######## block 1 ########
Figure 1. The clock network (block 1).
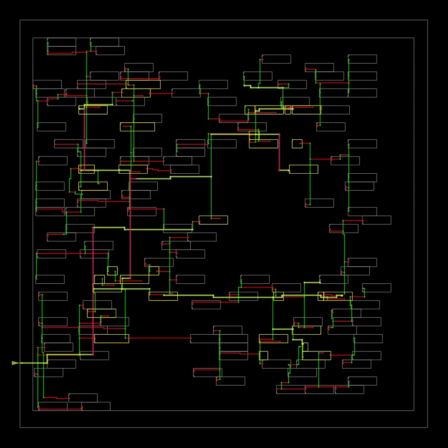
Figure 2. Signal wires by layer (block 1).
Drawn at 4 px/um. Only two layers are drawn.
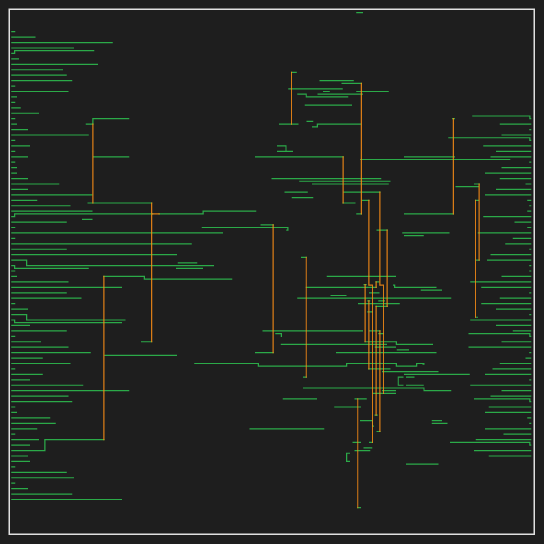
Figure 3. Signal wires on met2 (block 1).
Drawn at 3 px/um.
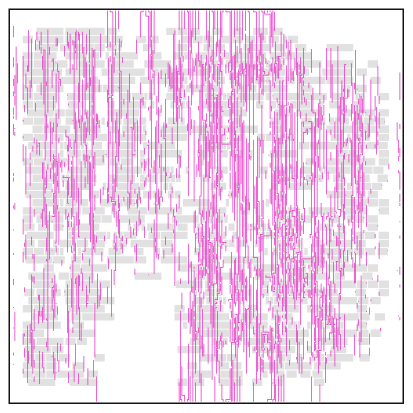
**src/rtl/lsu_mem_stage_pkg.sv**
```systemverilog
// Shared definitions for the MEM-stage load/store unit: funct3 codes,
// FSM states, error causes and request classification helpers.
package lsu_pkg;

  localparam logic [2:0] F3_B  = 3'd0;
  localparam logic [2:0] F3_H  = 3'd1;
  localparam logic [2:0] F3_W  = 3'd2;
  localparam logic [2:0] F3_BU = 3'd4;
  localparam logic [2:0] F3_HU = 3'd5;

  localparam logic [1:0] ERR_MISALIGN = 2'b01;
  localparam logic [1:0] ERR_ILLEGAL  = 2'b10;

  typedef enum logic [1:0] {
    IDLE      = 2'd0,
    LOAD_WAIT = 2'd1,
    RMW_WRITE = 2'd2
  } lsu_state_t;

  // Stores only know B/H/W; loads additionally know BU/HU.
  function automatic logic f3_illegal(input logic we, input logic [2:0] f3);
    if (we) return (f3 > F3_W);
    return (f3 == 3'd3) || (f3 == 3'd6) || (f3 == 3'd7);
  endfunction

  // Only meaningful for a legal funct3; halves need even, words need 4-aligned.
  function automatic logic f3_misaligned(input logic [2:0] f3, input logic [1:0] off);
    case (f3[1:0])
      2'd1:    return off[0];
      2'd2:    return (off != 2'd0);
      default: return 1'b0;
    endcase
  endfunction

endpackage

```
**src/rtl/lsu_mem_stage_if.sv**
```systemverilog
// Request/response/memory bundle between the pipeline, the LSU and the data memory.
interface lsu_mem_stage_if #(parameter int ADDR_WIDTH = 10);

  logic                  req_valid;
  logic                  req_ready;
  logic                  req_we;
  logic [2:0]            req_funct3;
  logic [31:0]           req_addr;
  logic [31:0]           req_wdata;
  logic                  mem_we;
  logic [ADDR_WIDTH-1:0] mem_addr;
  logic [31:0]           mem_din;
  logic [31:0]           mem_dout;
  logic                  resp_valid;
  logic [31:0]           resp_rdata;
  logic                  err_valid;
  logic [1:0]            err_cause;
  logic [31:0]           err_addr;

  modport slave (
    input  req_valid, req_we, req_funct3, req_addr, req_wdata, mem_dout,
    output req_ready, mem_we, mem_addr, mem_din,
           resp_valid, resp_rdata, err_valid, err_cause, err_addr
  );

  modport master (
    output req_valid, req_we, req_funct3, req_addr, req_wdata, mem_dout,
    input  req_ready, mem_we, mem_addr, mem_din,
           resp_valid, resp_rdata, err_valid, err_cause, err_addr
  );

endinterface

```
**src/rtl/lsu_mem_stage_lane_align.sv**
```systemverilog
// Byte/half lane logic shared by the load path and the sub-word store
// read-modify-write path.
module lsu_lane_align
  import lsu_pkg::*;
(
  input  logic [31:0] word,
  input  logic [1:0]  offset,
  input  logic [2:0]  funct3,
  input  logic [31:0] wdata,
  output logic [31:0] load_data,
  output logic [31:0] merged
);

  logic [4:0]  byte_shift;
  logic [4:0]  half_shift;
  logic [31:0] byte_word;
  logic [31:0] half_word;

  assign byte_shift = {offset, 3'b000};
  assign half_shift = {offset[1], 4'b0000};
  assign byte_word  = word >> byte_shift;
  assign half_word  = word >> half_shift;

  // Extract the addressed lane and sign/zero extend it to 32 bits.
  always_comb begin
    load_data = word;
    case (funct3)
      F3_B:    load_data = {{24{byte_word[7]}}, byte_word[7:0]};
      F3_H:    load_data = {{16{half_word[15]}}, half_word[15:0]};
      F3_BU:   load_data = {24'd0, byte_word[7:0]};
      F3_HU:   load_data = {16'd0, half_word[15:0]};
      default: load_data = word;
    endcase
  end

  // Replace the target lane of the old word with the low bits of the store data.
  always_comb begin
    merged = wdata;
    case (funct3)
      F3_B: merged = (word & ~(32'h0000_00FF << byte_shift))
                   | ({24'd0, wdata[7:0]} << byte_shift);
      F3_H: merged = (word & ~(32'h0000_FFFF << half_shift))
                   | ({16'd0, wdata[15:0]} << half_shift);
      default: merged = wdata;
    endcase
  end

endmodule

```
**src/rtl/lsu_mem_stage.sv**
```systemverilog
// MEM-stage load/store unit in front of a word-addressed, word-write-enable
// data memory. Loads take two cycles, SW one, SB/SH a read-modify-write.
module lsu_mem_stage
  import lsu_pkg::*;
#(
  parameter int ADDR_WIDTH = 10
) (
  input  logic            clk,
  input  logic            rst_n,
  lsu_mem_stage_if.slave  bus
);

  lsu_state_t            state;
  logic [1:0]            lat_off;
  logic [2:0]            lat_f3;
  logic [31:0]           lat_wdata;
  logic [ADDR_WIDTH-1:0] lat_waddr;
  logic                  resp_valid_q;
  logic [31:0]           resp_rdata_q;
  logic                  err_valid_q;
  logic [1:0]            err_cause_q;
  logic [31:0]           err_addr_q;

  logic [ADDR_WIDTH-1:0] req_waddr;
  logic                  accept;
  logic                  bad_f3;
  logic                  misal;
  logic                  has_err;
  logic                  mem_we_int;
  logic [31:0]           load_data;
  logic [31:0]           merged;

  assign req_waddr = bus.req_addr[ADDR_WIDTH+1:2];
  assign accept    = (state == IDLE) && bus.req_valid;
  assign bad_f3    = f3_illegal(bus.req_we, bus.req_funct3);
  assign misal     = f3_misaligned(bus.req_funct3, bus.req_addr[1:0]);
  assign has_err   = bad_f3 || misal;

  lsu_lane_align u_lane (
    .word      (bus.mem_dout),
    .offset    (lat_off),
    .funct3    (lat_f3),
    .wdata     (lat_wdata),
    .load_data (load_data),
    .merged    (merged)
  );

  // Memory port: pass-through of the request except during the RMW write cycle.
  always_comb begin
    mem_we_int   = 1'b0;
    bus.mem_addr = req_waddr;
    bus.mem_din  = bus.req_wdata;
    case (state)
      IDLE:      mem_we_int = accept && bus.req_we && !has_err && (bus.req_funct3 == F3_W);
      RMW_WRITE: begin
        mem_we_int   = 1'b1;
        bus.mem_addr = lat_waddr;
        bus.mem_din  = merged;
      end
      default:   mem_we_int = 1'b0;
    endcase
  end

  // The write strobe is also gated by reset so an abandoned RMW never writes.
  assign bus.mem_we     = mem_we_int && rst_n;
  assign bus.req_ready  = (state == IDLE);
  assign bus.resp_valid = resp_valid_q;
  assign bus.resp_rdata = resp_rdata_q;
  assign bus.err_valid  = err_valid_q;
  assign bus.err_cause  = err_cause_q;
  assign bus.err_addr   = err_addr_q;

  // Control FSM with registered response and error outputs.
  always_ff @(posedge clk or negedge rst_n) begin
    if (!rst_n) begin
      state        <= IDLE;
      lat_off      <= '0;
      lat_f3       <= '0;
      lat_wdata    <= '0;
      lat_waddr    <= '0;
      resp_valid_q <= 1'b0;
      resp_rdata_q <= '0;
      err_valid_q  <= 1'b0;
      err_cause_q  <= 2'b00;
      err_addr_q   <= '0;
    end else begin
      resp_valid_q <= 1'b0;
      err_valid_q  <= 1'b0;
      case (state)
        IDLE: begin
          if (accept) begin
            if (has_err) begin
              err_valid_q <= 1'b1;
              err_cause_q <= bad_f3 ? ERR_ILLEGAL : ERR_MISALIGN;
              err_addr_q  <= bus.req_addr;
            end else begin
              lat_off   <= bus.req_addr[1:0];
              lat_f3    <= bus.req_funct3;
              lat_wdata <= bus.req_wdata;
              lat_waddr <= req_waddr;
              if (!bus.req_we)
                state <= LOAD_WAIT;
              else if (bus.req_funct3 != F3_W)
                state <= RMW_WRITE;
            end
          end
        end
        LOAD_WAIT: begin
          resp_valid_q <= 1'b1;
          resp_rdata_q <= load_data;
          state        <= IDLE;
        end
        RMW_WRITE: state <= IDLE;
        default:   state <= IDLE;
      endcase
    end
  end

endmodule

```
**src/flat_wrapper.sv**
```systemverilog
// flat-port wrapper written by rule: the top's interface ports become plain ports
module lsu_mem_stage_flat import lsu_pkg::*;
#(
  parameter int ADDR_WIDTH = 10
)
  (clk, rst_n, bus_req_valid, bus_req_we, bus_req_funct3, bus_req_addr, bus_req_wdata, bus_mem_dout, bus_req_ready, bus_mem_we, bus_mem_addr, bus_mem_din, bus_resp_valid, bus_resp_rdata, bus_err_valid, bus_err_cause, bus_err_addr);
  lsu_mem_stage_if #(.ADDR_WIDTH(ADDR_WIDTH)) bus_i ();
  input  logic clk;
  input  logic rst_n;
  input wire logic [$bits(bus_i.req_valid)-1:0] bus_req_valid;
  input wire logic [$bits(bus_i.req_we)-1:0] bus_req_we;
  input wire logic [$bits(bus_i.req_funct3)-1:0] bus_req_funct3;
  input wire logic [$bits(bus_i.req_addr)-1:0] bus_req_addr;
  input wire logic [$bits(bus_i.req_wdata)-1:0] bus_req_wdata;
  input wire logic [$bits(bus_i.mem_dout)-1:0] bus_mem_dout;
  output wire logic [$bits(bus_i.req_ready)-1:0] bus_req_ready;
  output wire logic [$bits(bus_i.mem_we)-1:0] bus_mem_we;
  output wire logic [$bits(bus_i.mem_addr)-1:0] bus_mem_addr;
  output wire logic [$bits(bus_i.mem_din)-1:0] bus_mem_din;
  output wire logic [$bits(bus_i.resp_valid)-1:0] bus_resp_valid;
  output wire logic [$bits(bus_i.resp_rdata)-1:0] bus_resp_rdata;
  output wire logic [$bits(bus_i.err_valid)-1:0] bus_err_valid;
  output wire logic [$bits(bus_i.err_cause)-1:0] bus_err_cause;
  output wire logic [$bits(bus_i.err_addr)-1:0] bus_err_addr;
  assign bus_i.req_valid = bus_req_valid;
  assign bus_i.req_we = bus_req_we;
  assign bus_i.req_funct3 = bus_req_funct3;
  assign bus_i.req_addr = bus_req_addr;
  assign bus_i.req_wdata = bus_req_wdata;
  assign bus_i.mem_dout = bus_mem_dout;
  assign bus_req_ready = bus_i.req_ready;
  assign bus_mem_we = bus_i.mem_we;
  assign bus_mem_addr = bus_i.mem_addr;
  assign bus_mem_din = bus_i.mem_din;
  assign bus_resp_valid = bus_i.resp_valid;
  assign bus_resp_rdata = bus_i.resp_rdata;
  assign bus_err_valid = bus_i.err_valid;
  assign bus_err_cause = bus_i.err_cause;
  assign bus_err_addr = bus_i.err_addr;
  lsu_mem_stage #(.ADDR_WIDTH(ADDR_WIDTH)) u_core (.clk(clk), .rst_n(rst_n), .bus(bus_i));
endmodule
```
**config.mk**
```make
export PLATFORM = sky130hd
export DESIGN_NAME = lsu_mem_stage_flat
export DESIGN_NICKNAME = d
export VERILOG_FILES = /design/src/rtl/lsu_mem_stage_pkg.sv /design/src/rtl/lsu_mem_stage_if.sv /design/src/rtl/lsu_mem_stage_lane_align.sv /design/src/rtl/lsu_mem_stage.sv /design/src/flat_wrapper.sv
export SDC_FILE = /design/constraint.sdc
export NUM_CORES = 1
export LEC_CHECK = 0
export CORE_MARGIN = 4
export CORE_UTILIZATION = 40
export CTS_BUF_LIST = sky130_fd_sc_hd__clkbuf_8 sky130_fd_sc_hd__clkbuf_16
export DETAILED_ROUTE_END_ITERATION = 8
export GPL_TIMING_DRIVEN = 0
export PLACE_DENSITY = 0.73
export SYNTH_ARGS = -nofsm -noshare
export SYNTH_HDL_FRONTEND = slang
export SYNTH_SLANG_ARGS = --single-unit
```
**constraint.sdc**
```tcl
create_clock -name clk -period 6.6 [get_ports clk]
set_clock_uncertainty 0.15 [all_clocks]
set_input_delay 1.32 -clock clk [delete_from_list [all_inputs] [get_ports clk]]
set_output_delay 1.32 -clock clk [all_outputs]
set_load 0.03 [all_outputs]
```
==> results.yml <==
# yosys + openroad results
status:
  status: "finished, final reports clean"
clock_network:
  postCtsSetupBuffers: 0
  clockBufferDepth: 2
final_timing:
  period_used_share: 0.863
power:
  power_top_consumer: "combinational logic"
  peakVddDrop_v: 0.000180
  p_leak_nw: 3.84
layout:
  num-nonclk-buffers: 259
  drive_above_1_share: 0.168
  synthToLayoutAreaGrowth_pct: 49.9
  largest_cell_class: "registers"
  logic_area_um2: 2890
yosys:
  synthCells: 597
die:
  ioPinCount: 215
  num_rows: 44
detailed_routing:
  first_iter_violations: 509
critical_path:
  worst_setup_path_end_kind: "output port"
  crit_fanout: 10
  arrival_ns: 4.23
  r2r-end: "u_core.bus.resp_rdata[10]"
Notes on Figure 1 above:
TritonCTS buffer count: 17
P_clk: 960 uW

Notes on Figure 2 above:
| layer | colour | wire length |
|---|---|---|
| M3 | green | 2410 um |
| M4 | orange | 532 um |
Total Routing Usage GR: 0.250
DR WL/cell: 20.6 um
Post-Route WL: 21.2 mm
via count: 5787

Notes on Figure 3 above:
share of all routed wire: 47%
nets with wire on the layer: 829


######## block 2 ########
## config.mk

```make
export PLATFORM = sky130hd
export DESIGN_NAME = input_descaler_flat
export DESIGN_NICKNAME = d
export VERILOG_FILES = /design/src/rtl/input_descaler.sv /design/src/rtl/input_descaler_if.sv /design/src/flat_wrapper.sv
export SDC_FILE = /design/constraint.sdc
export NUM_CORES = 1
export LEC_CHECK = 0
export ABC_AREA = 1
export CORE_MARGIN = 4
export CORE_UTILIZATION = 33
export CTS_CLUSTER_DIAMETER = 80
export DETAILED_ROUTE_END_ITERATION = 10
export GPL_TIMING_DRIVEN = 1
export MAX_ROUTING_LAYER = met4
export PLACE_DENSITY = 0.67
export SLEW_MARGIN = 30
export SYNTH_ARGS = -nofsm -noshare
export SYNTH_HDL_FRONTEND = slang
export SYNTH_SLANG_ARGS = --single-unit
```

## constraint.sdc

```tcl
create_clock -name clk -period 7.6 [get_ports clk]
set_input_delay 0.76 -clock clk [delete_from_list [all_inputs] [get_ports clk]]
set_output_delay 0.76 -clock clk [all_outputs]
set_load 0.02 [all_outputs]
```

## src/rtl/input_descaler.sv

```systemverilog
// input_descaler: recovers a spin amplitude from 16-lane ADC words via lane sums, group averaging and scaling.
package ising_config;
    parameter int num_bits = 8;
endpackage

module input_descaler
    import ising_config::*;
#(
    parameter logic [15:0] cfg_base = 16'h0100
) (
    input logic clk,
    input logic rst,
    input_descaler_if.slave bus
);
    typedef enum logic {ACCUM, DUMP} state_t;
    localparam logic signed [24:0] vmax = 25'((1 << num_bits) - 1);

    state_t state;
    logic wclk_q, wr, wr_avg, s1_v, r_v, val_v, dump;
    logic signed [18:0] pos_c, neg_c, pos_q, neg_q;
    logic signed [19:0] diff;
    logic signed [23:0] acc, acc_n, acc_sum, res, scaled;
    logic signed [24:0] sum;
    logic signed [7:0] offset;
    logic [4:0] shift;
    logic [1:0] avg, r_avg;
    logic [2:0] cnt, cnt_n, last;
    logic [5:0] shamt;
    logic [num_bits-1:0] val_q, sat;

    assign wr = bus.gpio[24] & ~wclk_q;
    assign wr_avg = wr && bus.gpio[15:0] == cfg_base + 16'd2;
    assign bus.val = val_q;
    assign bus.val_valid = val_v;

    always_comb begin
        pos_c = '0;
        neg_c = '0;
        for (int k = 0; k < 8; k++) begin
            pos_c = pos_c + 19'(signed'(bus.adc_word[16*(k+8) +: 16]));
            neg_c = neg_c + 19'(signed'(bus.adc_word[16*k +: 16]));
        end
    end

    // A group-length write discards the partial group, including any frame waiting in stage 1.
    always_comb begin
        last = 3'((4'd1 << avg) - 4'd1);
        state = (cnt == last) ? DUMP : ACCUM;
        diff = 20'(pos_q) - 20'(neg_q);
        acc_sum = acc + 24'(diff);
        dump = s1_v && !wr_avg && state == DUMP;
        acc_n = (wr_avg || dump) ? '0 : s1_v ? acc_sum : acc;
        cnt_n = (wr_avg || dump) ? '0 : s1_v ? cnt + 3'd1 : cnt;
        shamt = 6'(shift) + 6'(r_avg);
        scaled = res >>> shamt;
        sum = 25'(scaled) + 25'(offset);
        sat = sum[24] ? '0 : (sum > vmax) ? {num_bits{1'b1}} : sum[num_bits-1:0];
    end

    always_ff @(posedge clk) begin
        if (rst) begin
            wclk_q <= 1'b0;
            s1_v <= 1'b0;
            pos_q <= '0;
            neg_q <= '0;
            acc <= '0;
            cnt <= '0;
            res <= '0;
            r_avg <= '0;
            r_v <= 1'b0;
            val_q <= '0;
            val_v <= 1'b0;
            shift <= 5'd4;
            offset <= '0;
            avg <= '0;
        end else begin
            wclk_q <= bus.gpio[24];
            s1_v <= bus.adc_word_valid;
            if (bus.adc_word_valid) begin
                pos_q <= pos_c;
                neg_q <= neg_c;
            end
            acc <= acc_n;
            cnt <= cnt_n;
            r_v <= dump;
            if (dump) begin
                res <= acc_sum;
                r_avg <= avg;
            end
            val_v <= r_v;
            if (r_v) val_q <= sat;
            if (wr && bus.gpio[15:0] == cfg_base) shift <= bus.gpio[20:16];
            if (wr && bus.gpio[15:0] == cfg_base + 16'd1) offset <= bus.gpio[23:16];
            if (wr_avg) avg <= bus.gpio[17:16];
        end
    end
endmodule
```

## src/rtl/input_descaler_if.sv

```systemverilog
// input_descaler_if: ADC word, GPIO config bus and descaled value output bundle.
interface input_descaler_if #(parameter int W = 8);
    logic [255:0] adc_word;
    logic         adc_word_valid;
    logic [31:0]  gpio;
    logic [W-1:0] val;
    logic         val_valid;
    modport master (output adc_word, adc_word_valid, gpio, input val, val_valid);
    modport slave (input adc_word, adc_word_valid, gpio, output val, val_valid);
endinterface

```

## src/flat_wrapper.sv

```systemverilog
// flat-port wrapper written by rule: the top's interface ports become plain ports
module input_descaler_flat import ising_config::*;
#(
    parameter logic [15:0] cfg_base = 16'h0100
)
  (clk, rst, bus_adc_word, bus_adc_word_valid, bus_gpio, bus_val, bus_val_valid);
  input_descaler_if bus_i ();
  input logic clk;
  input logic rst;
  input wire logic [$bits(bus_i.adc_word)-1:0] bus_adc_word;
  input wire logic [$bits(bus_i.adc_word_valid)-1:0] bus_adc_word_valid;
  input wire logic [$bits(bus_i.gpio)-1:0] bus_gpio;
  output wire logic [$bits(bus_i.val)-1:0] bus_val;
  output wire logic [$bits(bus_i.val_valid)-1:0] bus_val_valid;
  assign bus_i.adc_word = bus_adc_word;
  assign bus_i.adc_word_valid = bus_adc_word_valid;
  assign bus_i.gpio = bus_gpio;
  assign bus_val = bus_i.val;
  assign bus_val_valid = bus_i.val_valid;
  input_descaler #(.cfg_base(cfg_base)) u_core (.clk(clk), .rst(rst), .bus(bus_i));
endmodule
```

Figure 4. Signal wires on met2 (block 2).
Drawn at 1.5 px/um.
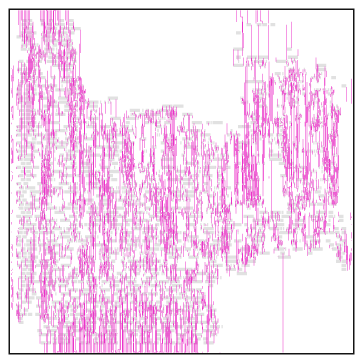
wire length on this layer: 22.3 mm
share of all routed wire: 51%

Figure 5. Signal wires by layer (block 2).
Drawn at 2 px/um. Only two layers are drawn.
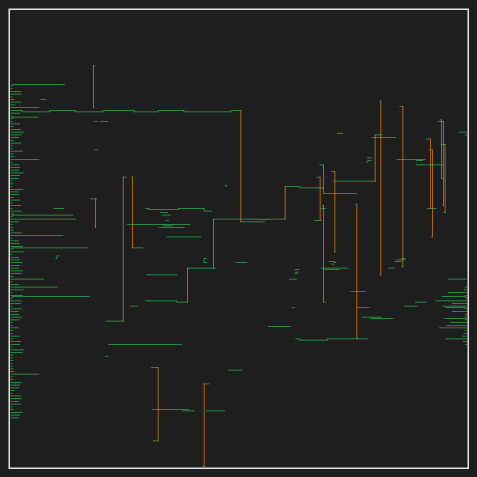
| layer | colour | wire length |
|---|---|---|
| M4 | orange | 900 um |
| M3 | green | 1550 um |

Figure 6. The clock network (block 2).
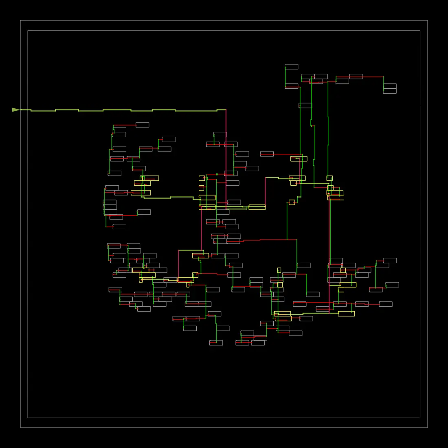
clk sink count: 118
P_clk: 782 uW

==> results.yml <==
# yosys + openroad results
yosys:
  ys_seq_frac: 0.147
  top_cells_by_area: "fa_1 25%, dfxtp_1 15%, inv_1 12%, ha_1 9.2%, nand2_1 9.1%"
  synthCells: 2214
  ys_sh_simple: 0.179
  synthesis.nets: 2820
  yosys-stat-cells: 2214
  ys_sh_aoi: 0.154
  edf_count: 0
  top_area_cell: "fa_1"
die:
  die_y_um: 229
status:
  status: "finished, final reports clean"
critical_path:
  worstReg2RegStart: "u_core.r_avg[0]"
  crit_fanout: 4
layout:
  comb-cell-share: 0.574
  largest_cell_class: "multi-input combinational cells"
  clock_buffers: 19
grt:
  grt_start_max_net_pins: 48
  gr-usage-met1: 0.196
  grt_pass1_vias: 15600
power:
  p_leak_nw: 9.89
  power_top_consumer: "combinational logic"
final_timing:
  hold_viol_final: 0
clock_network:
  clockBufferDepth: 2
  cts_resized: 0
detailed_routing:
  drc: 0
  ant_nets: 0

######## block 3 ########
Figure 7. The clock network (block 3).
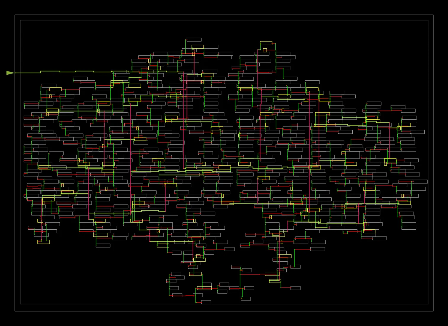
Figure 8. Signal wires on met2 (block 3).
Drawn at 1 px/um.
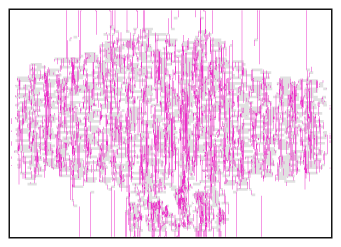
Figure 9. Signal wires by layer (block 3).
Drawn at 2 px/um. Only two layers are drawn.
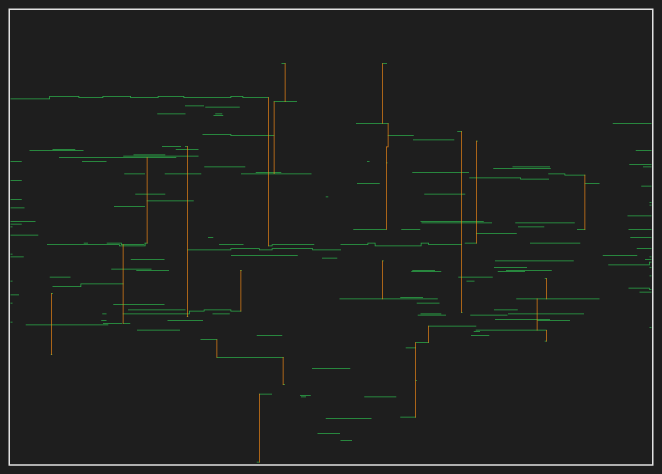
### src/rtl/nios2_oci_dct_capture.sv
`default_nettype none
// ============================================================================
// Module      : nios2_oci_dct_capture
// Description : Debug-capture-trace buffer for the Nios II OCI simulation
//               environment. Packed trace words with a non-zero field count
//               are stored in a DEPTH-entry FIFO and presented on a
//               valid/ready read port. End-of-test sequencing stops capture,
//               drains the FIFO (test_ending) or flushes it immediately
//               (test_has_ended), then raises a sticky drain_done.
// Ports       : clk, reset          - clock, synchronous active-high reset
//               dct_buffer/count/valid - trace sample input
//               test_ending         - begin draining (level)
//               test_has_ended      - abort and flush (level)
//               rd_ready/rd_valid/rd_data - read port, {count, buffer}
//               fill_level          - entries held, 0..DEPTH
//               overflow/overflow_count - sticky drop flag, saturating count
//               drain_done          - sticky end-of-capture flag
// Revision    : 1.0 - initial release
// ============================================================================
module nios2_oci_dct_capture #(
    parameter int DATA_W  = 30,
    parameter int COUNT_W = 4,
    parameter int DEPTH   = 16,
    parameter int ADDR_W  = 4
) (
    input  logic                      clk,
    input  logic                      reset,
    input  logic [DATA_W-1:0]         dct_buffer,
    input  logic [COUNT_W-1:0]        dct_count,
    input  logic                      dct_valid,
    input  logic                      test_ending,
    input  logic                      test_has_ended,
    input  logic                      rd_ready,
    output logic                      rd_valid,
    output logic [DATA_W+COUNT_W-1:0] rd_data,
    output logic [ADDR_W:0]           fill_level,
    output logic                      overflow,
    output logic [15:0]               overflow_count,
    output logic                      drain_done
);

    localparam int              c_entry_w    = DATA_W + COUNT_W;
    localparam logic [1:0]      c_st_capture = 2'd0;
    localparam logic [1:0]      c_st_drain   = 2'd1;
    localparam logic [1:0]      c_st_done    = 2'd2;
    localparam logic [ADDR_W:0] c_full_level = (ADDR_W + 1)'(DEPTH);

    logic [1:0]           r_state;
    logic [1:0]           w_next_state;
    logic [c_entry_w-1:0] r_mem [DEPTH];
    logic [ADDR_W-1:0]    r_wr_ptr;
    logic [ADDR_W-1:0]    r_rd_ptr;
    logic [ADDR_W:0]      r_fill;
    logic                 r_overflow;
    logic [15:0]          r_ovf_count;

    logic w_sample;
    logic w_full;
    logic w_rd;
    logic w_capture;
    logic w_wr;
    logic w_drop;
    logic w_abort;

    // A zero field count carries no trace data and is ignored outright.
    assign w_sample  = dct_valid && (dct_count != '0);
    assign w_full    = (r_fill == c_full_level);
    assign w_rd      = rd_valid && rd_ready;
    // An abort in the same cycle overrides capture; nothing is written.
    assign w_capture = (r_state == c_st_capture) && !test_has_ended;
    // When full, a simultaneous read frees the slot being written.
    assign w_wr      = w_capture && w_sample && (!w_full || w_rd);
    assign w_drop    = w_capture && w_sample && w_full && !w_rd;
    assign w_abort   = test_has_ended && (r_state != c_st_done);

    // ---------------- FSM: state register ----------------
    always_ff @(posedge clk) begin
        if (reset) begin
            r_state <= c_st_capture;
        end else begin
            r_state <= w_next_state;
        end
    end

    // ---------------- FSM: next-state logic ----------------
    always_comb begin
        w_next_state = r_state;
        case (r_state)
            c_st_capture: begin
                if (test_has_ended) begin
                    w_next_state = c_st_done;
                end else if (test_ending) begin
                    w_next_state = c_st_drain;
                end
            end
            c_st_drain: begin
                // No writes while draining, so the post-read level is
                // simply the current level less this cycle's read.
                if (test_has_ended || (r_fill == (ADDR_W + 1)'(w_rd))) begin
                    w_next_state = c_st_done;
                end
            end
            c_st_done: begin
                w_next_state = c_st_done;
            end
            default: begin
                w_next_state = c_st_capture;
            end
        endcase
    end

    // ---------------- FSM: outputs ----------------
    always_comb begin
        rd_valid       = (r_fill != '0) && (r_state != c_st_done);
        rd_data        = rd_valid ? r_mem[r_rd_ptr] : '0;
        drain_done     = (r_state == c_st_done);
        fill_level     = r_fill;
        overflow       = r_overflow;
        overflow_count = r_ovf_count;
    end

    // ---------------- storage ----------------
    always_ff @(posedge clk) begin
        if (w_wr) begin
            r_mem[r_wr_ptr] <= {dct_count, dct_buffer};
        end
    end

    // ---------------- pointers, level, overflow accounting ----------------
    always_ff @(posedge clk) begin
        if (reset) begin
            r_wr_ptr    <= '0;
            r_rd_ptr    <= '0;
            r_fill      <= '0;
            r_overflow  <= 1'b0;
            r_ovf_count <= '0;
        end else begin
            if (w_abort) begin
                r_wr_ptr <= '0;
                r_rd_ptr <= '0;
                r_fill   <= '0;
            end else begin
                if (w_wr) begin
                    r_wr_ptr <= r_wr_ptr + ADDR_W'(1);
                end
                if (w_rd) begin
                    r_rd_ptr <= r_rd_ptr + ADDR_W'(1);
                end
                case ({w_wr, w_rd})
                    2'b10:   r_fill <= r_fill + (ADDR_W + 1)'(1);
                    2'b01:   r_fill <= r_fill - (ADDR_W + 1)'(1);
                    default: r_fill <= r_fill;
                endcase
            end
            if (w_drop) begin
                r_overflow <= 1'b1;
                if (r_ovf_count != 16'hFFFF) begin
                    r_ovf_count <= r_ovf_count + 16'd1;
                end
            end
        end
    end

endmodule
`default_nettype wire

### config.mk
export PLATFORM = sky130hd
export DESIGN_NAME = nios2_oci_dct_capture
export DESIGN_NICKNAME = d
export VERILOG_FILES = /design/src/rtl/nios2_oci_dct_capture.sv
export SDC_FILE = /design/constraint.sdc
export NUM_CORES = 1
export LEC_CHECK = 0
export CAP_MARGIN = 20
export CORE_ASPECT_RATIO = 0.7
export CORE_MARGIN = 4
export CORE_UTILIZATION = 33
export DETAILED_ROUTE_END_ITERATION = 10
export PLACE_DENSITY_LB_ADDON = 0.3
export SLEW_MARGIN = 25
export SYNTH_ARGS = -nofsm -noshare
export SYNTH_HDL_FRONTEND = slang
export SYNTH_SLANG_ARGS = --single-unit
### constraint.sdc
create_clock -name clk -period 5.1 [get_ports clk]
set_input_delay 1.02 -clock clk [delete_from_list [all_inputs] [get_ports clk]]
set_output_delay 1.02 -clock clk [all_outputs]
set_load 0.02 [all_outputs]
==> results.yml <==
# yosys + openroad results
final_timing:
  worst_pin_slew_ns: 0.887
  relSlewSlack: 0.408
grt:
  antenna_found_initial: 0
  gr-usage-met1: 0.207
  overflow: 0
  grt_pass1_vias: 11000
  grt_start_max_net_pins: 50
power:
  seq_power_share: 0.522
  p_leak_nw: 7.96
layout:
  largest_cell_class: "registers"
  antenna_cells: 0
  design.seq.count: 580
  comb-cell-share: 0.202
  logic_gate_count: 391
  largest_reg_flops: 544
clock_network:
  worstSkewPairLatency_ns: 0.62
  clockBufferDepth: 3
critical_path:
  r2r_slack_ns: 2.04
  cpLargestDelayFamily: "multiplexers"
  critPathSlowestCell: "dfxtp_4"
detailed_routing:
  routed-wl-met3_mm: 2.43
  wl_met2_mm: 23.2
yosys:
  ys_sh_aoi: 0.0134
  top_area_cell: "edfxtp_1"
  top_cells_by_area: "edfxtp_1 72%, mux4_2 17%, dfxtp_1 3.2%, nor2b_1 1.1%, ha_1 0.72%"
die:
  chipArea_um2: 72900
placement:
  hpwl_mm: 28.9
  pre_cts_slack_ns: 0.784
worst_hold_path:
  hp-class: "register to register"
  min_to: "overflow"
status:
  status: "finished, final reports clean"
Notes on Figure 7 above:
clk_skew: 0.0265 ns
clk sink count: 580
CLK BUF: 64
TritonCTS buffer count: 55

Notes on Figure 8 above:
longest straight run: 88.1 um
main direction: vertical
wire length on this layer: 23.2 mm
Post-Route WL: 50.0 mm
via count: 10.7k
GR Util met2: 0.216

Notes on Figure 9 above:
| layer | colour | wire length |
|---|---|---|
| M4 | orange | 752 um |
| M3 | green | 2430 um |


######## block 4 ########
==> config.mk <==
export PLATFORM = sky130hd
export DESIGN_NAME = cntr_load_seq_flat
export DESIGN_NICKNAME = d
export VERILOG_FILES = /design/src/rtl/cntr_load_seq_pkg.sv /design/src/rtl/cntr_load_seq_if.sv /design/src/rtl/cntr_load_seq_addr_ctr.sv /design/src/rtl/cntr_load_seq.sv /design/src/flat_wrapper.sv
export SDC_FILE = /design/constraint.sdc
export NUM_CORES = 1
export LEC_CHECK = 0
export ABC_AREA = 0
export CORE_MARGIN = 8
export CORE_UTILIZATION = 30
export CTS_BUF_LIST = sky130_fd_sc_hd__clkbuf_4 sky130_fd_sc_hd__clkbuf_8 sky130_fd_sc_hd__clkbuf_16
export DETAILED_ROUTE_END_ITERATION = 8
export HOLD_SLACK_MARGIN = 0.03
export PLACE_DENSITY_LB_ADDON = 0.3
export SETUP_SLACK_MARGIN = 0.05
export SLEW_MARGIN = 0
export SYNTH_ARGS = -nofsm -noshare
export SYNTH_HDL_FRONTEND = slang
export SYNTH_SLANG_ARGS = --single-unit
==> constraint.sdc <==
create_clock -name clk -period 1.95 [get_ports clk]
set_input_delay 0.195 -clock clk [delete_from_list [all_inputs] [get_ports clk]]
set_output_delay 0.195 -clock clk [all_outputs]
set_load 0.05 [all_outputs]
==> src/rtl/cntr_load_seq_pkg.sv <==
`default_nettype none
// ============================================================================
// Module      : cntr_load_seq_pkg
// Description : Shared widths, PE state codes and packet types for the
//               controller sequencer and the buffer write decoder.
// Revision    : 1.0 - initial release
// ============================================================================
`ifndef CNN_XLEN
`define CNN_XLEN 16
`endif
`ifndef ICP_NUM
`define ICP_NUM 4
`endif
`ifndef OCP_NUM
`define OCP_NUM 4
`endif
`ifndef ADDR_B
`define ADDR_B 8
`endif
`ifndef SD
`define SD
`endif

package cntr_load_seq_pkg;

    localparam int c_data_wid = `CNN_XLEN;
    localparam int c_icp_num  = `ICP_NUM;
    localparam int c_ocp_num  = `OCP_NUM;
    localparam int c_addr_b   = `ADDR_B;
    localparam int c_icp_b    = $clog2(c_icp_num);
    localparam int c_ocp_b    = $clog2(c_ocp_num);
    localparam int c_gaddr_b  = c_addr_b + c_icp_b + c_ocp_b;
    localparam int c_len_b    = c_gaddr_b + 1;

    typedef enum logic [2:0] {
        INVALID = 3'd0,
        LOAD    = 3'd1,
        CONV    = 3'd2,
        POOL    = 3'd3,
        RELU    = 3'd4
    } PE_STATE;

    typedef struct packed {
        PE_STATE                PE_state;
        logic                   wrb;
        logic [c_gaddr_b-1:0]   wrb_addr;
        logic [c_data_wid-1:0]  wrb_data;
        logic [c_addr_b-1:0]    rdb_addr;
    } CNTR_PACKET;

    typedef struct packed {
        PE_STATE                                PE_state;
        logic [c_ocp_num-1:0][c_icp_num-1:0]    wr_en;
        logic [c_addr_b-1:0]                    wr_addr;
        logic [c_data_wid-1:0]                  wr_data;
        logic [c_addr_b-1:0]                    rd_addr;
    } DEC_OUT_PACKET;

    // Sequencer FSM encoding
    typedef enum logic [1:0] {
        S_IDLE = 2'd0,
        S_LOAD = 2'd1,
        S_RUN  = 2'd2,
        S_DONE = 2'd3
    } seq_state_t;

endpackage

`default_nettype wire

==> src/rtl/cntr_load_seq_if.sv <==
`default_nettype none
// ============================================================================
// Module      : cntr_load_seq_if
// Description : Command, input-stream and packet bundle of the sequencer.
// Revision    : 1.0 - initial release
// ============================================================================
interface cntr_load_seq_if;
    import cntr_load_seq_pkg::*;

    logic                   cmd_valid;
    logic                   cmd_ready;
    logic [c_gaddr_b-1:0]   cmd_wr_base;
    logic [c_len_b-1:0]     cmd_wr_len;
    logic [c_addr_b-1:0]    cmd_rd_base;
    logic [c_addr_b:0]      cmd_rd_len;
    PE_STATE                cmd_pe_state;
    logic                   in_valid;
    logic                   in_ready;
    logic [c_data_wid-1:0]  in_data;
    CNTR_PACKET             CNTR_pk_out;
    logic                   busy;
    logic                   done;

    modport master (
        output cmd_valid, cmd_wr_base, cmd_wr_len, cmd_rd_base, cmd_rd_len,
               cmd_pe_state, in_valid, in_data,
        input  cmd_ready, in_ready, CNTR_pk_out, busy, done
    );

    modport slave (
        input  cmd_valid, cmd_wr_base, cmd_wr_len, cmd_rd_base, cmd_rd_len,
               cmd_pe_state, in_valid, in_data,
        output cmd_ready, in_ready, CNTR_pk_out, busy, done
    );

endinterface

`default_nettype wire

==> src/rtl/cntr_load_seq_addr_ctr.sv <==
`default_nettype none
// ============================================================================
// Module      : cntr_load_seq_addr_ctr
// Description : Loadable wrapping address counter with a length countdown.
// Revision    : 1.0 - initial release
// ============================================================================
module cntr_load_seq_addr_ctr #(
    parameter int ADDR_W = 8,
    parameter int LEN_W  = ADDR_W + 1
) (
    input  wire logic              clk,
    input  wire logic              reset,
    input  wire logic              i_load,
    input  wire logic [ADDR_W-1:0] i_base,
    input  wire logic [LEN_W-1:0]  i_len,
    input  wire logic              i_step,
    output logic      [ADDR_W-1:0] o_addr,
    output logic                   o_last,
    output logic                   o_empty
);

    localparam logic [LEN_W-1:0] c_one = LEN_W'(1);

    logic [ADDR_W-1:0] r_addr;
    logic [LEN_W-1:0]  r_remain;

    always_ff @(posedge clk) begin
        if (reset) begin
            r_addr   <= '0;
            r_remain <= '0;
        end else if (i_load) begin
            r_addr   <= i_base;
            r_remain <= i_len;
        end else if (i_step && (r_remain != '0)) begin
            // Address wraps silently at the top of its range
            r_addr   <= r_addr + ADDR_W'(1);
            r_remain <= r_remain - c_one;
        end
    end

    assign o_addr  = r_addr;
    assign o_last  = (r_remain == c_one);
    assign o_empty = (r_remain == '0);

endmodule

`default_nettype wire

==> src/rtl/cntr_load_seq.sv <==
`default_nettype none
// ============================================================================
// Module      : cntr_load_seq
// Description : Command sequencer: loads a word stream into the global buffer,
//               then sweeps read addresses for the PE array.
// Revision    : 1.0 - initial release
// ============================================================================
module cntr_load_seq
    import cntr_load_seq_pkg::*;
#(
    parameter int DATA_WID = `CNN_XLEN,
    parameter int ICP_NUM  = `ICP_NUM,
    parameter int ICP_B    = $clog2(ICP_NUM),
    parameter int OCP_NUM  = `OCP_NUM,
    parameter int OCP_B    = $clog2(OCP_NUM),
    parameter int ADDR_B   = `ADDR_B,
    parameter int GADDR_B  = ADDR_B + ICP_B + OCP_B,
    parameter int LEN_B    = GADDR_B + 1
) (
    input  wire logic        clk,
    input  wire logic        reset,
    cntr_load_seq_if.slave   bus
);

    seq_state_t          r_state;
    seq_state_t          w_next;
    PE_STATE             r_pe_state;
    CNTR_PACKET          r_pk;
    logic                r_done;

    logic                w_cmd_ready;
    logic                w_in_ready;
    logic                w_cmd_fire;
    logic                w_beat;
    logic                w_rd_step;
    logic [GADDR_B-1:0]  w_wr_addr;
    logic                w_wr_last;
    logic                w_wr_empty;
    logic [ADDR_B-1:0]   w_rd_addr;
    logic                w_rd_last;
    logic                w_rd_empty;

    assign w_cmd_ready = (r_state == S_IDLE);
    assign w_in_ready  = (r_state == S_LOAD) && !w_wr_empty;
    assign w_cmd_fire  = bus.cmd_valid && w_cmd_ready;
    assign w_beat      = bus.in_valid && w_in_ready;
    assign w_rd_step   = (r_state == S_RUN);

    cntr_load_seq_addr_ctr #(
        .ADDR_W (GADDR_B),
        .LEN_W  (LEN_B)
    ) u_wr_ctr (
        .clk     (clk),
        .reset   (reset),
        .i_load  (w_cmd_fire),
        .i_base  (bus.cmd_wr_base),
        .i_len   (bus.cmd_wr_len),
        .i_step  (w_beat),
        .o_addr  (w_wr_addr),
        .o_last  (w_wr_last),
        .o_empty (w_wr_empty)
    );

    cntr_load_seq_addr_ctr #(
        .ADDR_W (ADDR_B),
        .LEN_W  (ADDR_B + 1)
    ) u_rd_ctr (
        .clk     (clk),
        .reset   (reset),
        .i_load  (w_cmd_fire),
        .i_base  (bus.cmd_rd_base),
        .i_len   (bus.cmd_rd_len),
        .i_step  (w_rd_step),
        .o_addr  (w_rd_addr),
        .o_last  (w_rd_last),
        .o_empty (w_rd_empty)
    );

    always_ff @(posedge clk) begin
        if (reset) r_state <= S_IDLE;
        else       r_state <= w_next;
    end

    always_comb begin
        w_next = r_state;
        case (r_state)
            S_IDLE: begin
                if (w_cmd_fire) begin
                    if (bus.cmd_wr_len != '0)      w_next = S_LOAD;
                    else if (bus.cmd_rd_len != '0) w_next = S_RUN;
                    else                           w_next = S_DONE;
                end
            end
            S_LOAD: begin
                if (w_beat && w_wr_last) w_next = w_rd_empty ? S_DONE : S_RUN;
            end
            S_RUN: begin
                if (w_rd_last) w_next = S_DONE;
            end
            S_DONE:  w_next = S_IDLE;
            default: w_next = S_IDLE;
        endcase
    end

    // Packet fields are registered one cycle behind the state that produces them
    always_ff @(posedge clk) begin
        if (reset) begin
            r_pk       <= '0;
            r_done     <= 1'b0;
            r_pe_state <= INVALID;
        end else begin
            r_done   <= (r_state == S_DONE);
            r_pk.wrb <= 1'b0;
            if (w_cmd_fire) r_pe_state <= bus.cmd_pe_state;
            case (r_state)
                S_LOAD: begin
                    if (w_beat) begin
                        r_pk.wrb      <= 1'b1;
                        r_pk.wrb_addr <= w_wr_addr;
                        r_pk.wrb_data <= bus.in_data;
                        r_pk.PE_state <= LOAD;
                    end
                end
                S_RUN: begin
                    r_pk.PE_state <= r_pe_state;
                    r_pk.rdb_addr <= w_rd_addr;
                end
                S_DONE:  r_pk.PE_state <= INVALID;
                default: ;
            endcase
        end
    end

    assign bus.cmd_ready   = w_cmd_ready;
    assign bus.in_ready    = w_in_ready;
    assign bus.CNTR_pk_out = r_pk;
    assign bus.busy        = (r_state != S_IDLE);
    assign bus.done        = r_done;

endmodule

`default_nettype wire

==> src/flat_wrapper.sv <==
// flat-port wrapper written by rule: the top's interface ports become plain ports
module cntr_load_seq_flat import cntr_load_seq_pkg::*;
#(
    parameter int DATA_WID = `CNN_XLEN,
    parameter int ICP_NUM  = `ICP_NUM,
    parameter int ICP_B    = $clog2(ICP_NUM),
    parameter int OCP_NUM  = `OCP_NUM,
    parameter int OCP_B    = $clog2(OCP_NUM),
    parameter int ADDR_B   = `ADDR_B,
    parameter int GADDR_B  = ADDR_B + ICP_B + OCP_B,
    parameter int LEN_B    = GADDR_B + 1
)
  (clk, reset, bus_cmd_valid, bus_cmd_wr_base, bus_cmd_wr_len, bus_cmd_rd_base, bus_cmd_rd_len, bus_cmd_pe_state, bus_in_valid, bus_in_data, bus_cmd_ready, bus_in_ready, bus_CNTR_pk_out, bus_busy, bus_done);
  cntr_load_seq_if bus_i ();
  input  wire logic clk;
  input  wire logic reset;
  input wire logic [$bits(bus_i.cmd_valid)-1:0] bus_cmd_valid;
  input wire logic [$bits(bus_i.cmd_wr_base)-1:0] bus_cmd_wr_base;
  input wire logic [$bits(bus_i.cmd_wr_len)-1:0] bus_cmd_wr_len;
  input wire logic [$bits(bus_i.cmd_rd_base)-1:0] bus_cmd_rd_base;
  input wire logic [$bits(bus_i.cmd_rd_len)-1:0] bus_cmd_rd_len;
  input wire logic [$bits(bus_i.cmd_pe_state)-1:0] bus_cmd_pe_state;
  input wire logic [$bits(bus_i.in_valid)-1:0] bus_in_valid;
  input wire logic [$bits(bus_i.in_data)-1:0] bus_in_data;
  output wire logic [$bits(bus_i.cmd_ready)-1:0] bus_cmd_ready;
  output wire logic [$bits(bus_i.in_ready)-1:0] bus_in_ready;
  output wire logic [$bits(bus_i.CNTR_pk_out)-1:0] bus_CNTR_pk_out;
  output wire logic [$bits(bus_i.busy)-1:0] bus_busy;
  output wire logic [$bits(bus_i.done)-1:0] bus_done;
  assign bus_i.cmd_valid = bus_cmd_valid;
  assign bus_i.cmd_wr_base = bus_cmd_wr_base;
  assign bus_i.cmd_wr_len = bus_cmd_wr_len;
  assign bus_i.cmd_rd_base = bus_cmd_rd_base;
  assign bus_i.cmd_rd_len = bus_cmd_rd_len;
  assign bus_i.cmd_pe_state = bus_cmd_pe_state;
  assign bus_i.in_valid = bus_in_valid;
  assign bus_i.in_data = bus_in_data;
  assign bus_cmd_ready = bus_i.cmd_ready;
  assign bus_in_ready = bus_i.in_ready;
  assign bus_CNTR_pk_out = bus_i.CNTR_pk_out;
  assign bus_busy = bus_i.busy;
  assign bus_done = bus_i.done;
  cntr_load_seq #(.DATA_WID(DATA_WID), .ICP_NUM(ICP_NUM), .ICP_B(ICP_B), .OCP_NUM(OCP_NUM), .OCP_B(OCP_B), .ADDR_B(ADDR_B), .GADDR_B(GADDR_B), .LEN_B(LEN_B)) u_core (.clk(clk), .reset(reset), .bus(bus_i));
endmodule
Figure 10. Wires at chosen ports, followed through buffers (block 4).
Drawn at 3 px/um.
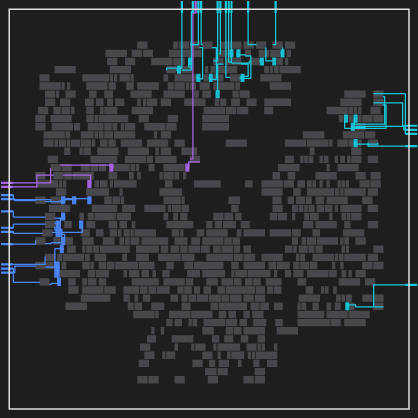
| port | colour | bits | direction | end cells | wire |
|---|---|---|---|---|---|
| bus_in_data | cyan | 16 | input | 16 | 446 um |
| bus_cmd_rd_len | blue | 9 | input | 12 | 191 um |
| bus_cmd_pe_state | purple | 3 | input | 3 | 124 um |
Ports: 109
Port Buf Inserts: 108

==> results.yml <==
# yosys + openroad results
layout:
  seq_share: 0.276
  lay_top_count: "clkdlybuf4s50_1"
  non_clock_inverter_count: 9
  num-nonclk-buffers: 164
  fillers: 1238
  clk_share: 0.0474
  layout.nonclk_buf_frac: 0.247
final_timing:
  relSlewSlack: 0.642
  hold_viol_final: 0
  setup_ws_ns: -0.164
  worst_pin_slew_ns: 0.535
  hold_slack_ns: 0.317
  final-setup-viol-count: 51
  rsz0062_at_grt: "true"
critical_path:
  worstReg2RegStart: "u_core.u_wr_ctr.r_remain[8]"
  cpLargestDelayFamily: "AND-OR/OR-AND gates"
  cp.required_ns: 2.21
  crit_buf_inv: 2
die:
  die_y_um: 133
  initCoreUtil: 0.308
  num_rows: 42
power:
  p_clk_frac: 0.215
  p_comb_mw: 3.82
  pwr_density_cell_nw_per_um2: 1280
  pg_clk_mw: 1.77
clock_network:
  hold_buffers: 0
yosys:
  xor_share: 0.0664
  ff_type: "dfxtp_1"
  syn-cell-area_um2: 4090
  top_area_cell: "dfxtp_1"
  edf_count: 0
grt:
  gr-usage-met1: 0.157
  overflow: 0
  grt_util_met2: 0.244
  top_usage_layer: "met2"
detailed_routing:
  wl_met2_mm: 6.19
  maxUsedRoutingLayer: "met4"
  routed-wl-met3_um: 713
  first_pass_iters: 5
status:
  violations: "negative setup slack"
  status: "finished, violations left"
Figure 11. Signal wires on met2 (block 4).
Drawn at 3 px/um.
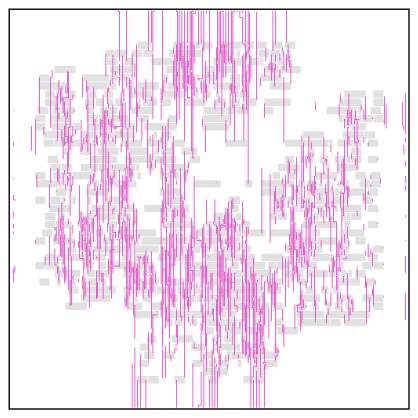
share of all routed wire: 50%
longest straight run: 49.6 um
main direction: vertical
nets with wire on the layer: 597


######## block 5 ########
Figure 12. Wires at chosen ports, followed through buffers (block 5).
Drawn at 3 px/um.
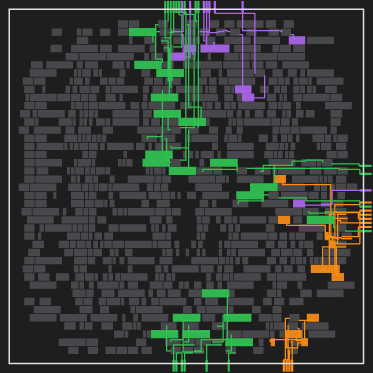
Figure 13. The clock network (block 5).
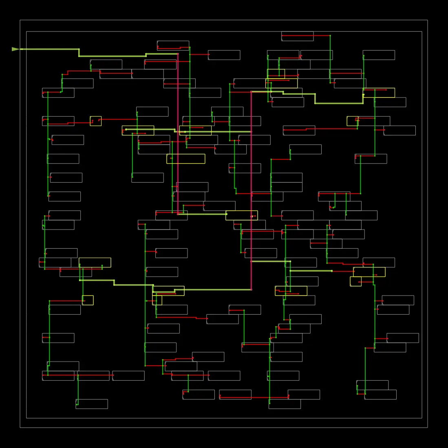
--- src/rtl/dsp_pkg.sv ---
// dsp_pkg: shared widths and loader state encoding for the dRAM window loader.
package dsp_pkg;
  localparam int DEF_ADDR_W = 19;
  localparam int DEF_DATA_W = 8;
  localparam int DEF_DIM_W  = 10;
  typedef enum logic [1:0] {IDLE, LOAD, DRAIN, DONE} loader_state_t;
endpackage

--- src/rtl/win_addr_gen.sv ---
// win_addr_gen: incremental row/column address walker for a rectangular window.
module win_addr_gen
  import dsp_pkg::*;
#(
  parameter int ADDR_W = DEF_ADDR_W,
  parameter int DIM_W  = DEF_DIM_W
) (
  input  logic              clk,
  input  logic              rst,
  input  logic              load,
  input  logic              step,
  input  logic [ADDR_W-1:0] base,
  input  logic [DIM_W-1:0]  width,
  input  logic [DIM_W-1:0]  height,
  input  logic [ADDR_W-1:0] stride,
  output logic [ADDR_W-1:0] addr,
  output logic              last
);
  logic [DIM_W-1:0]  w_q, h_q, row, col;
  logic [ADDR_W-1:0] stride_q, row_base;
  logic              row_end;
  assign row_end = col == w_q - DIM_W'(1);
  assign last    = row_end && row == h_q - DIM_W'(1);
  // Sums wrap naturally at ADDR_W bits; no multiplier needed.
  assign addr    = row_base + ADDR_W'(col);
  always_ff @(posedge clk or posedge rst)
    if (rst) begin
      w_q      <= '0;
      h_q      <= '0;
      stride_q <= '0;
      row      <= '0;
      col      <= '0;
      row_base <= '0;
    end else if (load) begin
      w_q      <= width;
      h_q      <= height;
      stride_q <= stride;
      row      <= '0;
      col      <= '0;
      row_base <= base;
    end else if (step) begin
      col      <= row_end ? '0 : col + DIM_W'(1);
      row      <= row_end ? row + DIM_W'(1) : row;
      row_base <= row_end ? row_base + stride_q : row_base;
    end
endmodule

--- src/rtl/dram_window_loader.sv ---
// dram_window_loader: streams bytes into a rectangular dRAM window; optional DRAM_LOADER_CHECKSUM_EN adds a byte checksum.
module dram_window_loader
  import dsp_pkg::*;
#(
  parameter int ADDR_W = DEF_ADDR_W,
  parameter int DATA_W = DEF_DATA_W,
  parameter int DIM_W  = DEF_DIM_W
) (
  input  logic              clk,
  input  logic              power_ON,
  input  logic              start,
  input  logic [ADDR_W-1:0] base_addr,
  input  logic [DIM_W-1:0]  win_width,
  input  logic [DIM_W-1:0]  win_height,
  input  logic [ADDR_W-1:0] row_stride,
  input  logic [DATA_W-1:0] in_data,
  input  logic              in_valid,
  output logic              in_ready,
  output logic [ADDR_W-1:0] dRamAddr,
  output logic [DATA_W-1:0] dRamIn,
  output logic              dRamWrEn,
  output logic              busy,
  output logic              done
`ifdef DRAM_LOADER_CHECKSUM_EN
  ,output logic [15:0]      checksum
`endif
);
  loader_state_t     state, nxt;
  logic              accept, zero, last, load;
  logic [ADDR_W-1:0] addr;
  assign accept = in_valid && in_ready;
  assign zero   = win_width == '0 || win_height == '0;
  assign load   = state == IDLE && start;
  win_addr_gen #(.ADDR_W(ADDR_W), .DIM_W(DIM_W)) u_gen (
    .clk   (clk),
    .rst   (power_ON),
    .load  (load),
    .step  (accept),
    .base  (base_addr),
    .width (win_width),
    .height(win_height),
    .stride(row_stride),
    .addr  (addr),
    .last  (last)
  );
  always_ff @(posedge clk or posedge power_ON)
    if (power_ON) state <= IDLE;
    else          state <= nxt;
  always_comb
    nxt = state == IDLE  ? (start ? (zero ? DONE : LOAD) : IDLE) :
          state == LOAD  ? (accept && last ? DRAIN : LOAD) :
          state == DRAIN ? DONE : IDLE;
  always_comb begin
    in_ready = state == LOAD;
    busy     = state != IDLE;
    done     = state == DONE;
  end
  // One-cycle registered write port; strobe only follows an accepted beat.
  always_ff @(posedge clk or posedge power_ON)
    if (power_ON) begin
      dRamWrEn <= 1'b0;
      dRamAddr <= '0;
      dRamIn   <= '0;
    end else begin
      dRamWrEn <= accept;
      if (accept) begin
        dRamAddr <= addr;
        dRamIn   <= in_data;
      end
    end
`ifdef DRAM_LOADER_CHECKSUM_EN
  always_ff @(posedge clk or posedge power_ON)
    if (power_ON)      checksum <= '0;
    else if (load)     checksum <= '0;
    else if (dRamWrEn) checksum <= checksum + 16'(dRamIn);
`endif
endmodule

--- config.mk ---
export PLATFORM = sky130hd
export DESIGN_NAME = dram_window_loader
export DESIGN_NICKNAME = d
export VERILOG_FILES = /design/src/rtl/dsp_pkg.sv /design/src/rtl/win_addr_gen.sv /design/src/rtl/dram_window_loader.sv
export SDC_FILE = /design/constraint.sdc
export NUM_CORES = 1
export LEC_CHECK = 0
export CORE_MARGIN = 1.5
export CORE_UTILIZATION = 50
export DETAILED_ROUTE_END_ITERATION = 10
export PLACE_DENSITY_LB_ADDON = 0.12
export REMOVE_ABC_BUFFERS = 1
export SYNTH_ARGS = -nofsm -noshare
export SYNTH_HDL_FRONTEND = slang
export SYNTH_HIERARCHICAL = 1
export SYNTH_SLANG_ARGS = --single-unit
--- constraint.sdc ---
create_clock -name clk -period 9.8 [get_ports clk]
set_clock_uncertainty 0.05 [all_clocks]
set_input_delay 2.94 -clock clk [delete_from_list [all_inputs] [get_ports clk]]
set_output_delay 2.94 -clock clk [all_outputs]
set_load 0.01 [all_outputs]
==> results.yml <==
# yosys + openroad results
worst_hold_path:
  min_to: "dRamIn[0]"
  min_from: "dRamIn[0]"
yosys:
  synth-async-reset-ratio: 1.00
  ys_sh_mux: 0.128
  ff_type: "dfrtp_1"
  most_common_cell: "dfrtp_1"
final_timing:
  hold_viol_final: 0
critical_path:
  worstSetupPathDepth: 9
  arrival_ns: 5.67
die:
  chipArea_um2: 13800
  taps: 172
status:
  status: "finished, final reports clean"
layout:
  logic_gate_count: 497
  layout.nonclk_buf_frac: 0.129
  drive_above_1_share: 0.128
clock_network:
  clkSinkCount: 108
Notes on Figure 12 above:
| port | colour | bits | direction | end cells | wire |
|---|---|---|---|---|---|
| win_width | orange | 10 | input | 13 | 319 um |
| dRamAddr | green | 19 | output | 19 | 709 um |
| in_data | purple | 8 | input | 8 | 206 um |
Ports: 101
Port Buf Inserts: 100

Notes on Figure 13 above:
CLK BUF: 10
TritonCTS buffer count: 9
worst skew pair latency: 0.36 ns



==> layout pictures side by side <==
Wires at chosen ports, followed through buffers.
(a)
Drawn at 1 px/um.
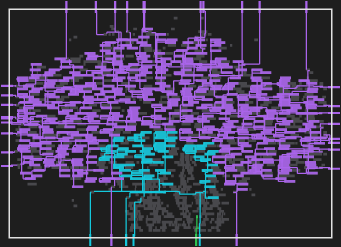
(b)
Drawn at 3 px/um.
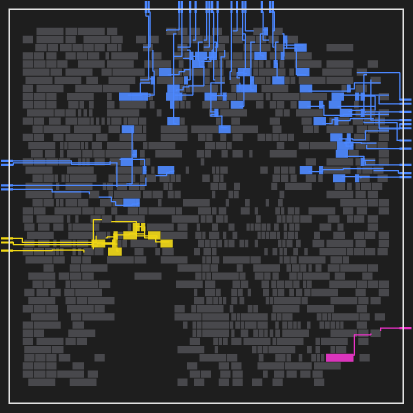
(c)
Drawn at 1.5 px/um.
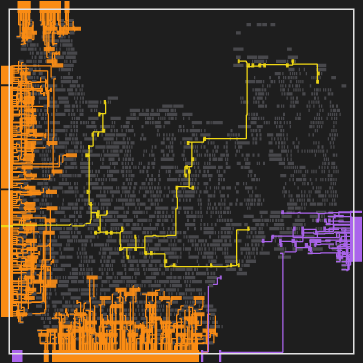
block 2: (c)
block 3: (a)
block 1: (b)

Power and IR drop assume default switching activity.
